# ---- block 1 ----
Block 1, clock wiring as the flow saved it:
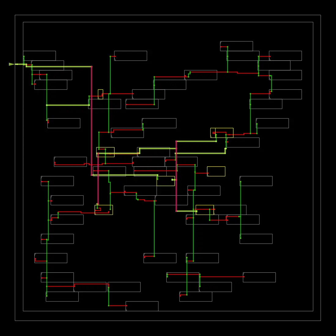

File: config.mk
export PLATFORM = sky130hd
export DESIGN_NAME = spi_txn_sched
export DESIGN_NICKNAME = d
export VERILOG_FILES = /design/src/rtl/spi_txn_sched.sv
export SDC_FILE = /design/constraint.sdc
export NUM_CORES = 1
export LEC_CHECK = 0
export CAP_MARGIN = 30
export CORE_MARGIN = 2
export CORE_UTILIZATION = 53
export CTS_CLUSTER_DIAMETER = 200
export DETAILED_ROUTE_END_ITERATION = 10
export MAX_ROUTING_LAYER = met4
export PLACE_DENSITY = 0.85
export SYNTH_ARGS = -nofsm -noshare
export SYNTH_HDL_FRONTEND = slang
export SYNTH_SLANG_ARGS = --single-unit
File: constraint.sdc
create_clock -name clk -period 3.9 [get_ports clk]
set_input_delay 0.585 -clock clk [delete_from_list [all_inputs] [get_ports clk]]
set_output_delay 0.585 -clock clk [all_outputs]
set_load 0.05 [all_outputs]
File: src/rtl/spi_txn_sched.sv
// spi_txn_sched: round-robin scheduler sharing one SPI byte-stream interface
// among NREQ requesters. Each granted command writes wr_len bytes, then holds
// spi_enable until rd_len read bytes have been routed back to the owner.
// Optional watchdog: define SPI_TXN_TIMEOUT_EN to abort stalled transactions
// (done_err=1). Without it done_err is tied low and TIMEOUT_CYC is unused.
//
// Handshake rule for every valid/ready pair on this block: a byte or command
// moves on a cycle where valid and ready are both high; no valid output here
// depends on its own ready input, and data is held stable while valid is high.
module spi_txn_sched #(
  parameter int NREQ        = 2,
  parameter int LEN_W       = 8,
  parameter int RX_SKIP     = 1,
  parameter int TIMEOUT_CYC = 4096,
  localparam int IW         = $clog2(NREQ)
) (
  input  logic                  clk,
  input  logic                  rst,
  input  logic [NREQ-1:0]       req_valid,
  output logic [NREQ-1:0]       req_ready,
  input  logic [NREQ*LEN_W-1:0] req_wr_len,
  input  logic [NREQ*LEN_W-1:0] req_rd_len,
  input  logic [NREQ*8-1:0]     tx_tdata,
  input  logic [NREQ-1:0]       tx_tvalid,
  output logic [NREQ-1:0]       tx_tready,
  output logic [7:0]            rx_tdata,
  output logic [NREQ-1:0]       rx_tvalid,
  input  logic [NREQ-1:0]       rx_tready,
  output logic [7:0]            spi_s_tdata,
  output logic                  spi_s_tvalid,
  input  logic                  spi_s_tready,
  input  logic [7:0]            spi_m_tdata,
  input  logic                  spi_m_tvalid,
  output logic                  spi_m_tready,
  output logic                  spi_enable,
  input  logic                  spi_csn,
  output logic                  busy,
  output logic [NREQ-1:0]       gnt,
  output logic                  done,
  output logic                  done_err,
  output logic [IW-1:0]         done_id,
  output logic [1:0]            dbg_state
);

  localparam logic [1:0] S_IDLE  = 2'd0;
  localparam logic [1:0] S_WRITE = 2'd1;
  localparam logic [1:0] S_READ  = 2'd2;
  localparam logic [1:0] S_DRAIN = 2'd3;
  localparam int CW = LEN_W + 2;

  logic [1:0]       state, state_nx;
  logic [IW-1:0]    g, last;
  logic [LEN_W-1:0] wr_len_q, rd_len_q;
  logic [CW-1:0]    tx_cnt, rx_cnt, fwd_cnt;
  logic             en_q, csn_seen, err_q, to_hit;
  logic             arb_found;
  logic [IW-1:0]    arb_idx;
  logic [IW:0]      arb_sum;
  logic             st_idle, st_write, st_read, st_drain, active;
  logic             tx_more, rx_skip_ph, fwd_ph, hs_s, hs_m, grant, done_i;

  logic [LEN_W-1:0] wr_arr [NREQ];
  logic [LEN_W-1:0] rd_arr [NREQ];
  logic [7:0]       tx_arr [NREQ];

  for (genvar i = 0; i < NREQ; i++) begin : g_unpack
    assign wr_arr[i] = req_wr_len[i*LEN_W +: LEN_W];
    assign rd_arr[i] = req_rd_len[i*LEN_W +: LEN_W];
    assign tx_arr[i] = tx_tdata[i*8 +: 8];
  end

  assign st_idle  = (state == S_IDLE);
  assign st_write = (state == S_WRITE);
  assign st_read  = (state == S_READ);
  assign st_drain = (state == S_DRAIN);
  assign active   = !st_idle;

  // Round-robin search starting one past the last granted requester
  always_comb begin
    arb_found = 1'b0;
    arb_idx   = '0;
    arb_sum   = '0;
    for (int k = 0; k < NREQ; k++) begin
      arb_sum = {1'b0, last} + (IW+1)'(1) + (IW+1)'(k);
      if (arb_sum >= (IW+1)'(NREQ)) arb_sum = arb_sum - (IW+1)'(NREQ);
      if (!arb_found && req_valid[arb_sum[IW-1:0]]) begin
        arb_found = 1'b1;
        arb_idx   = arb_sum[IW-1:0];
      end
    end
  end

  assign grant      = st_idle && arb_found;
  assign tx_more    = tx_cnt < CW'(wr_len_q);
  // Leading pipeline-fill bytes plus the echo of every written byte are junk
  assign rx_skip_ph = rx_cnt < (CW'(RX_SKIP) + CW'(wr_len_q));
  assign fwd_ph     = (st_write || st_read) && !rx_skip_ph && (fwd_cnt < CW'(rd_len_q));
  assign done_i     = st_drain && spi_csn && csn_seen;

  // Combinational routing of commands and byte streams for the current owner
  always_comb begin
    req_ready    = '0;
    tx_tready    = '0;
    spi_s_tvalid = 1'b0;
    spi_s_tdata  = 8'h00;
    rx_tvalid    = '0;
    rx_tdata     = 8'h00;
    spi_m_tready = 1'b0;
    gnt          = '0;
    if (grant) req_ready[arb_idx] = 1'b1;
    if (active) gnt[g] = 1'b1;
    if (st_write) begin
      spi_s_tvalid = tx_tvalid[g] && tx_more;
      spi_s_tdata  = tx_arr[g];
      tx_tready[g] = spi_s_tready && tx_more;
    end
    if (active) begin
      if (fwd_ph) begin
        rx_tvalid[g] = spi_m_tvalid;
        rx_tdata     = spi_m_tdata;
        spi_m_tready = rx_tready[g];
      end else begin
        spi_m_tready = 1'b1;
      end
    end
  end

  assign hs_s       = spi_s_tvalid && spi_s_tready;
  assign hs_m       = spi_m_tvalid && spi_m_tready;
  assign busy       = active;
  assign spi_enable = en_q;
  assign done       = done_i;
  assign done_id    = done_i ? g : '0;
  assign done_err   = done_i && err_q;
  assign dbg_state  = state;

  // Next-state selection for the transaction sequence
  always_comb begin
    state_nx = state;
    case (state)
      S_IDLE:  if (arb_found) state_nx = S_WRITE;
      S_WRITE: begin
        if (to_hit) state_nx = S_DRAIN;
        else if (tx_cnt == CW'(wr_len_q)) state_nx = (rd_len_q != '0) ? S_READ : S_DRAIN;
      end
      S_READ:  if (to_hit || fwd_cnt == CW'(rd_len_q)) state_nx = S_DRAIN;
      default: if (done_i) state_nx = S_IDLE;
    endcase
  end

  // State, owner, latched lengths, byte counters and registered enable
  always_ff @(posedge clk or posedge rst) begin
    if (rst) begin
      state    <= S_IDLE;
      g        <= '0;
      last     <= IW'(NREQ - 1);
      wr_len_q <= '0;
      rd_len_q <= '0;
      tx_cnt   <= '0;
      rx_cnt   <= '0;
      fwd_cnt  <= '0;
      en_q     <= 1'b0;
      csn_seen <= 1'b0;
    end else begin
      state    <= state_nx;
      en_q     <= st_read && (fwd_cnt != CW'(rd_len_q)) && !to_hit;
      csn_seen <= st_drain && spi_csn;
      if (grant) begin
        g        <= arb_idx;
        last     <= arb_idx;
        wr_len_q <= wr_arr[arb_idx];
        rd_len_q <= rd_arr[arb_idx];
        tx_cnt   <= '0;
        rx_cnt   <= '0;
        fwd_cnt  <= '0;
      end else begin
        if (hs_s) tx_cnt <= tx_cnt + CW'(1);
        if (hs_m && rx_cnt != '1) rx_cnt <= rx_cnt + CW'(1);
        if (hs_m && fwd_ph) fwd_cnt <= fwd_cnt + CW'(1);
      end
    end
  end

`ifdef SPI_TXN_TIMEOUT_EN
  localparam int WDW = $clog2(TIMEOUT_CYC + 1);
  logic [WDW-1:0] wd;

  assign to_hit = (st_write || st_read) && !hs_s && !hs_m && (wd == WDW'(TIMEOUT_CYC - 1));

  // Watchdog: cycles without any SPI byte movement while writing or reading
  always_ff @(posedge clk or posedge rst) begin
    if (rst) begin
      wd    <= '0;
      err_q <= 1'b0;
    end else begin
      if (!(st_write || st_read) || hs_s || hs_m) wd <= '0;
      else wd <= wd + WDW'(1);
      if (grant) err_q <= 1'b0;
      else if (to_hit) err_q <= 1'b1;
    end
  end
`else
  logic unused_timeout;
  assign unused_timeout = (TIMEOUT_CYC != 0);
  assign to_hit = 1'b0;
  assign err_q  = 1'b0;
`endif

endmodule

# ---- block 2 ----
[src/rtl/fifo_rd_ctrl.sv]
// Read-side controller of an async FIFO: Gray pointer, level flags and a
// first-word-fall-through output register fed from the FIFO memory.
module fifo_rd_ctrl #(
  parameter int ADDR_WIDTH = 4,
  parameter int DATA_WIDTH = 8,
  parameter int AE_THRESH  = 2
) (
  input  logic                  clk_rcv,
  input  logic                  reset_n,
  input  logic [ADDR_WIDTH:0]   wptr_gray_sync,
  input  logic [DATA_WIDTH-1:0] mem_rdata,
  input  logic                  rd_ready,
  output logic [ADDR_WIDTH-1:0] mem_raddr,
  output logic                  mem_ren,
  output logic                  rd_valid,
  output logic [DATA_WIDTH-1:0] rd_data,
  output logic [ADDR_WIDTH:0]   rptr_gray,
  output logic                  empty,
  output logic                  almost_empty,
  output logic [ADDR_WIDTH:0]   rd_count,
  output logic                  err_overflow
);

  localparam int PW = ADDR_WIDTH + 1;
  localparam logic [PW-1:0] DEPTH = PW'(2 ** ADDR_WIDTH);
  localparam logic [PW-1:0] AE    = PW'(AE_THRESH);

  function automatic logic [PW-1:0] g2b(input logic [PW-1:0] g);
    logic [PW-1:0] b;
    for (int i = 0; i < PW; i++)
      b[i] = ^(g >> i);
    return b;
  endfunction

  logic [PW-1:0] rbin;
  logic [PW-1:0] rbin_nxt;
  logic [PW-1:0] wbin_sync;
  logic          load;
  logic          overflow;

  assign wbin_sync    = g2b(wptr_gray_sync);
  assign rd_count     = wbin_sync - rbin;
  assign empty        = (rptr_gray == wptr_gray_sync);
  assign almost_empty = (rd_count <= AE);
  assign overflow     = (rd_count > DEPTH);
  assign mem_raddr    = rbin[ADDR_WIDTH-1:0];
  assign rbin_nxt     = rbin + 1'b1;

  // Refill whenever the output slot is free or being drained this cycle.
  assign load    = (!rd_valid || rd_ready) && !empty;
  assign mem_ren = load && reset_n;

  always_ff @(posedge clk_rcv or negedge reset_n) begin
    if (!reset_n) begin
      rbin         <= '0;
      rptr_gray    <= '0;
      rd_valid     <= 1'b0;
      rd_data      <= '0;
      err_overflow <= 1'b0;
    end else begin
      if (overflow)
        err_overflow <= 1'b1;
      if (load) begin
        rd_data   <= mem_rdata;
        rd_valid  <= 1'b1;
        rbin      <= rbin_nxt;
        rptr_gray <= rbin_nxt ^ (rbin_nxt >> 1);
      end else if (rd_valid && rd_ready) begin
        rd_valid <= 1'b0;
      end
    end
  end

endmodule

[config.mk]
export PLATFORM = sky130hd
export DESIGN_NAME = fifo_rd_ctrl
export DESIGN_NICKNAME = d
export VERILOG_FILES = /design/src/rtl/fifo_rd_ctrl.sv
export SDC_FILE = /design/constraint.sdc
export NUM_CORES = 1
export LEC_CHECK = 0
export ABC_AREA = 1
export CAP_MARGIN = 20
export CELL_PAD_IN_SITES_DETAIL_PLACEMENT = 1
export CELL_PAD_IN_SITES_GLOBAL_PLACEMENT = 1
export CORE_ASPECT_RATIO = 1.25
export CORE_MARGIN = 4
export CORE_UTILIZATION = 34
export CTS_CLUSTER_DIAMETER = 150
export CTS_CLUSTER_SIZE = 16
export DETAILED_ROUTE_END_ITERATION = 6
export GPL_TIMING_DRIVEN = 0
export PLACE_DENSITY = 0.86
export SYNTH_ARGS = -nofsm -noshare
export SYNTH_HDL_FRONTEND = slang
export SYNTH_SLANG_ARGS = --single-unit
export TNS_END_PERCENT = 5
[constraint.sdc]
create_clock -name clk_rcv -period 5 [get_ports clk_rcv]
set_input_delay 0.5 -clock clk_rcv [delete_from_list [all_inputs] [get_ports clk_rcv]]
set_output_delay 0.5 -clock clk_rcv [all_outputs]
set_load 0.05 [all_outputs]

==> gallery <==
Metal 3.
(6 px per µm)
(a)
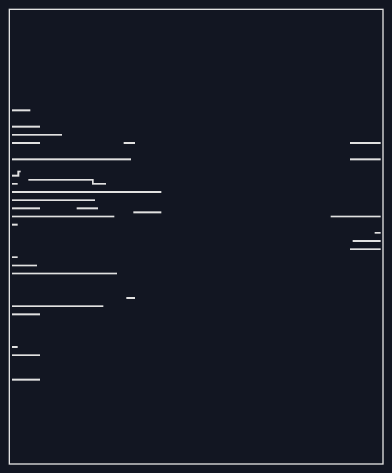
(b)
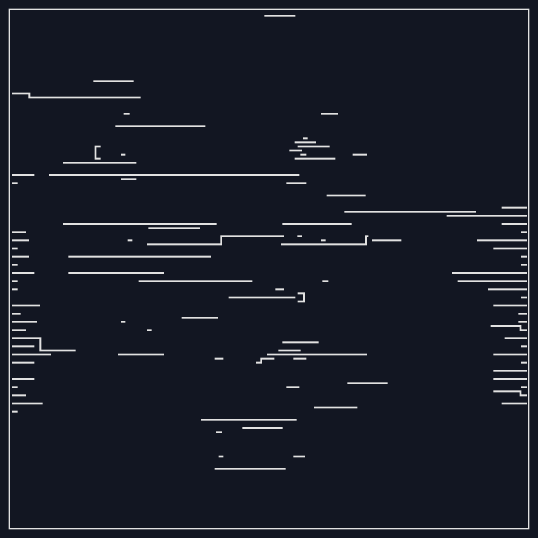
block 1 -> (b)
block 2 -> (a)
- largest die: (b)

Key to (a):
share of all routed wire = 5.9%
nets with wire on the layer = 28
longest straight run = 24.6 µm
main direction = horizontal
wire length on this layer = 204 µm

Block 2, metal layers overlaid:
(4 px per µm)
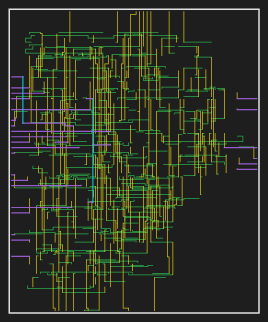
M2 -> yellow  # wire length 1780 µm
M3 -> purple  # wire length 204 µm
M4 -> cyan  # wire length 37.4 µm
M1 -> green  # wire length 1460 µm
Wirelength per Cell: 13.68 µm
via count of the routed design: 1235
total wire length after detailed routing: 3474 µm
global routing usage summed across all routing layers: 0.1676

==> datasheet_impl.txt, block 2 <==
Characteristics after synthesis and place and route

Parameter                              Value

Yosys
  Synth Net Count .................. ~190
  Ao+oa area frac .................. 0.01210
  XOR-XNOR Cells, Area Fraction .................. 0.07661
  Number of cells in Yosys stat .................. roughly 170

Run status
  Run status .................. finished clean

Final layout
  Final-layout clock buffer total .................. 4
  Non-clock inverters .................. 19
  Largest register by flop count .................. rd_data
  NonClk Buf Share .................. 0.2552
  Final net count .................. 238
  Number of logic gates .................. around 130

Route
  Highest layer used for signal routing .................. met4
  Met1 wire length .................. 1456 µm
  Met2 WL post-DR .................. 1776 µm
  Count of routing violations after the opening detailed-route iteration .................. 25

Critical path
  Stage delay of the slowest cell on the critical path .................. between 800 and 900 ps
  Cell count of the worst reg-to-reg path .................. 8
  Setup crit start .................. wptr_gray_sync[4]
  Required time of the critical path .................. 4500 ps
  Delay-heaviest family, CP .................. buffers and inverters
  Data arrival time of the critical path .................. between 3000 and 4000 ps
  Reg-to-reg critical path startpoint .................. rbin[0]
  Critical Path Source Type .................. input port

Floorplan
  Die height .................. around 76 µm
  Placeable core region .................. between 0.003 and 0.004 mm²

Worst hold path
  Hold Path Origin .................. err_overflow
  Worst hold-check path type .................. reg2reg
  Sink of the worst hold path .................. err_overflow
  Hold Path Depth .................. 2

Power
  Leakage component of the power .................. 0.0009056 µW
  Power density over the cells .................. approximately 700 mW/mm²
  Switching part of the total .................. 0.5550
  Share of power burned in the clock network .................. 0.091

Clocking
  Clock buffer count from CTS .................. 3
  CTS Hold Bufs .................. 0
  Worst-skew pair later-pin latency .................. 260 ps

Placement
  Total half-perimeter wirelength after legalization and detailed placement .................. 2676 µm

Global route
  Global routing usage on met3 .................. 0.03898
Block 1, logic cells by family:
(3 px per µm)
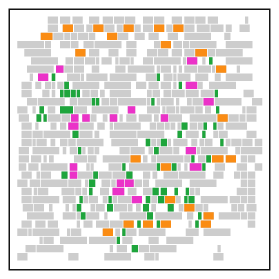
nand cells -> green  # cells 63
non-inverting ao/oa cells -> magenta  # cells 19
mux cells -> orange  # cells 24

Notes on 'clock wiring as the flow saved it' of block 1 above:
worst-skew pair later-pin latency: 310 ps
CTS Sinks: 52
power in the clock group: 332 µW
clock skew: 5.225 ps

==> datasheet_impl.txt, block 1 <==
Characteristics after synthesis and place and route

Parameter                              Value

Yosys
  Cell variety after synth .................. 49
  Cells after synthesis .................. 390
  Post-synth EDFFs .................. 0
  Synthesized area per cell .................. approximately 9.2 µm²

Timing
  Final setup slack of the worst path .................. between 200 and 250 ps
  Final period utilization .................. 0.9487

Critical path
  Setup crit start .................. dbg_state[1]
  Cell count of the worst reg-to-reg path .................. 10
  Reg-to-reg critical path startpoint .................. wr_len_q[0]
  Crit. path cell count .................. 7

Final layout
  NonClk Buf Share .................. 0.2226
  Area of combinational cells with multiple inputs .................. between 0.002 and 0.0025 mm²
  Fill cell total of the finished layout .................. about 530
  Highest-count cells in the layout ignoring fill and taps .................. sky130_fd_sc_hd__clkdlybuf4s50_1, sky130_fd_sc_hd__dfrtp_1, sky130_fd_sc_hd__inv_1, sky130_fd_sc_hd__nand2_1, sky130_fd_sc_hd__ha_1

Power
  Switching part of the total .................. 0.4813
  Part of the power in combinational logic .................. 0.588
  Biggest power consumer among the groups .................. combinational logic

Worst hold path
  Hold Path Origin .................. tx_cnt[8]

Placement
  Total half-perimeter wirelength after legalization and detailed placement .................. 7678 µm
  Global placer's final weighted congestion .................. just under 0.9

Global route
  Met1 routing resource usage after global routing .................. 0.3488
  Wire length of the first global-routing pass .................. roughly 17000 µm

Run status
  Run status .................. finished clean

Floorplan
  Std cell rows .................. 30
  Horizontal die dimension .................. ~86 µm
  I/O pin count .................. ~100

Route
  Highest layer used for signal routing .................. met4


==> layout pictures side by side <==
Routed clock nets over the placement.
(6 px per µm)
picture 1
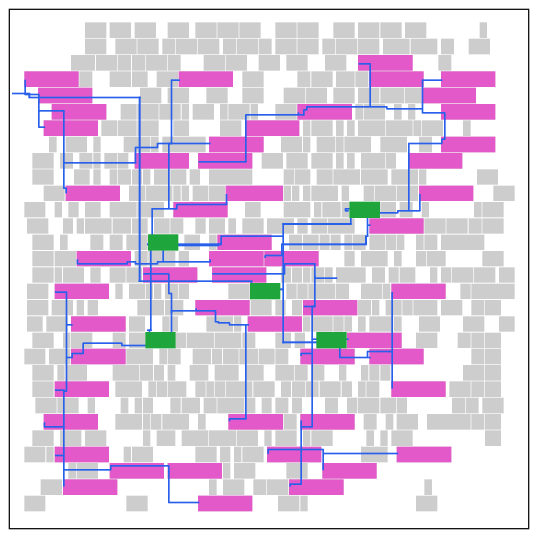
picture 2
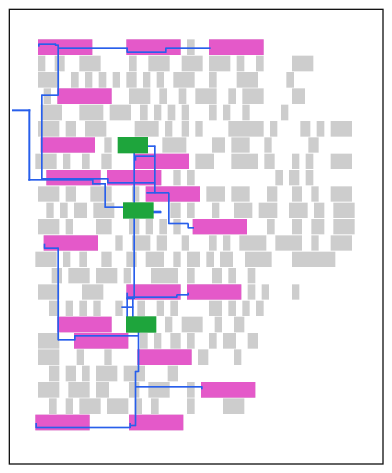
The one with the most sequential cells is picture 1.
The one with the largest die is picture 1.
- picture 2 = block 2
- picture 1 = block 1

Key to picture 2:
clock wires -> blue  # length 277 µm
clock-net drivers -> green  # count 3
flip-flops -> magenta  # count 19
routed clock nets = 4

No activity file was given, so power comes from the tool's default toggle rates.
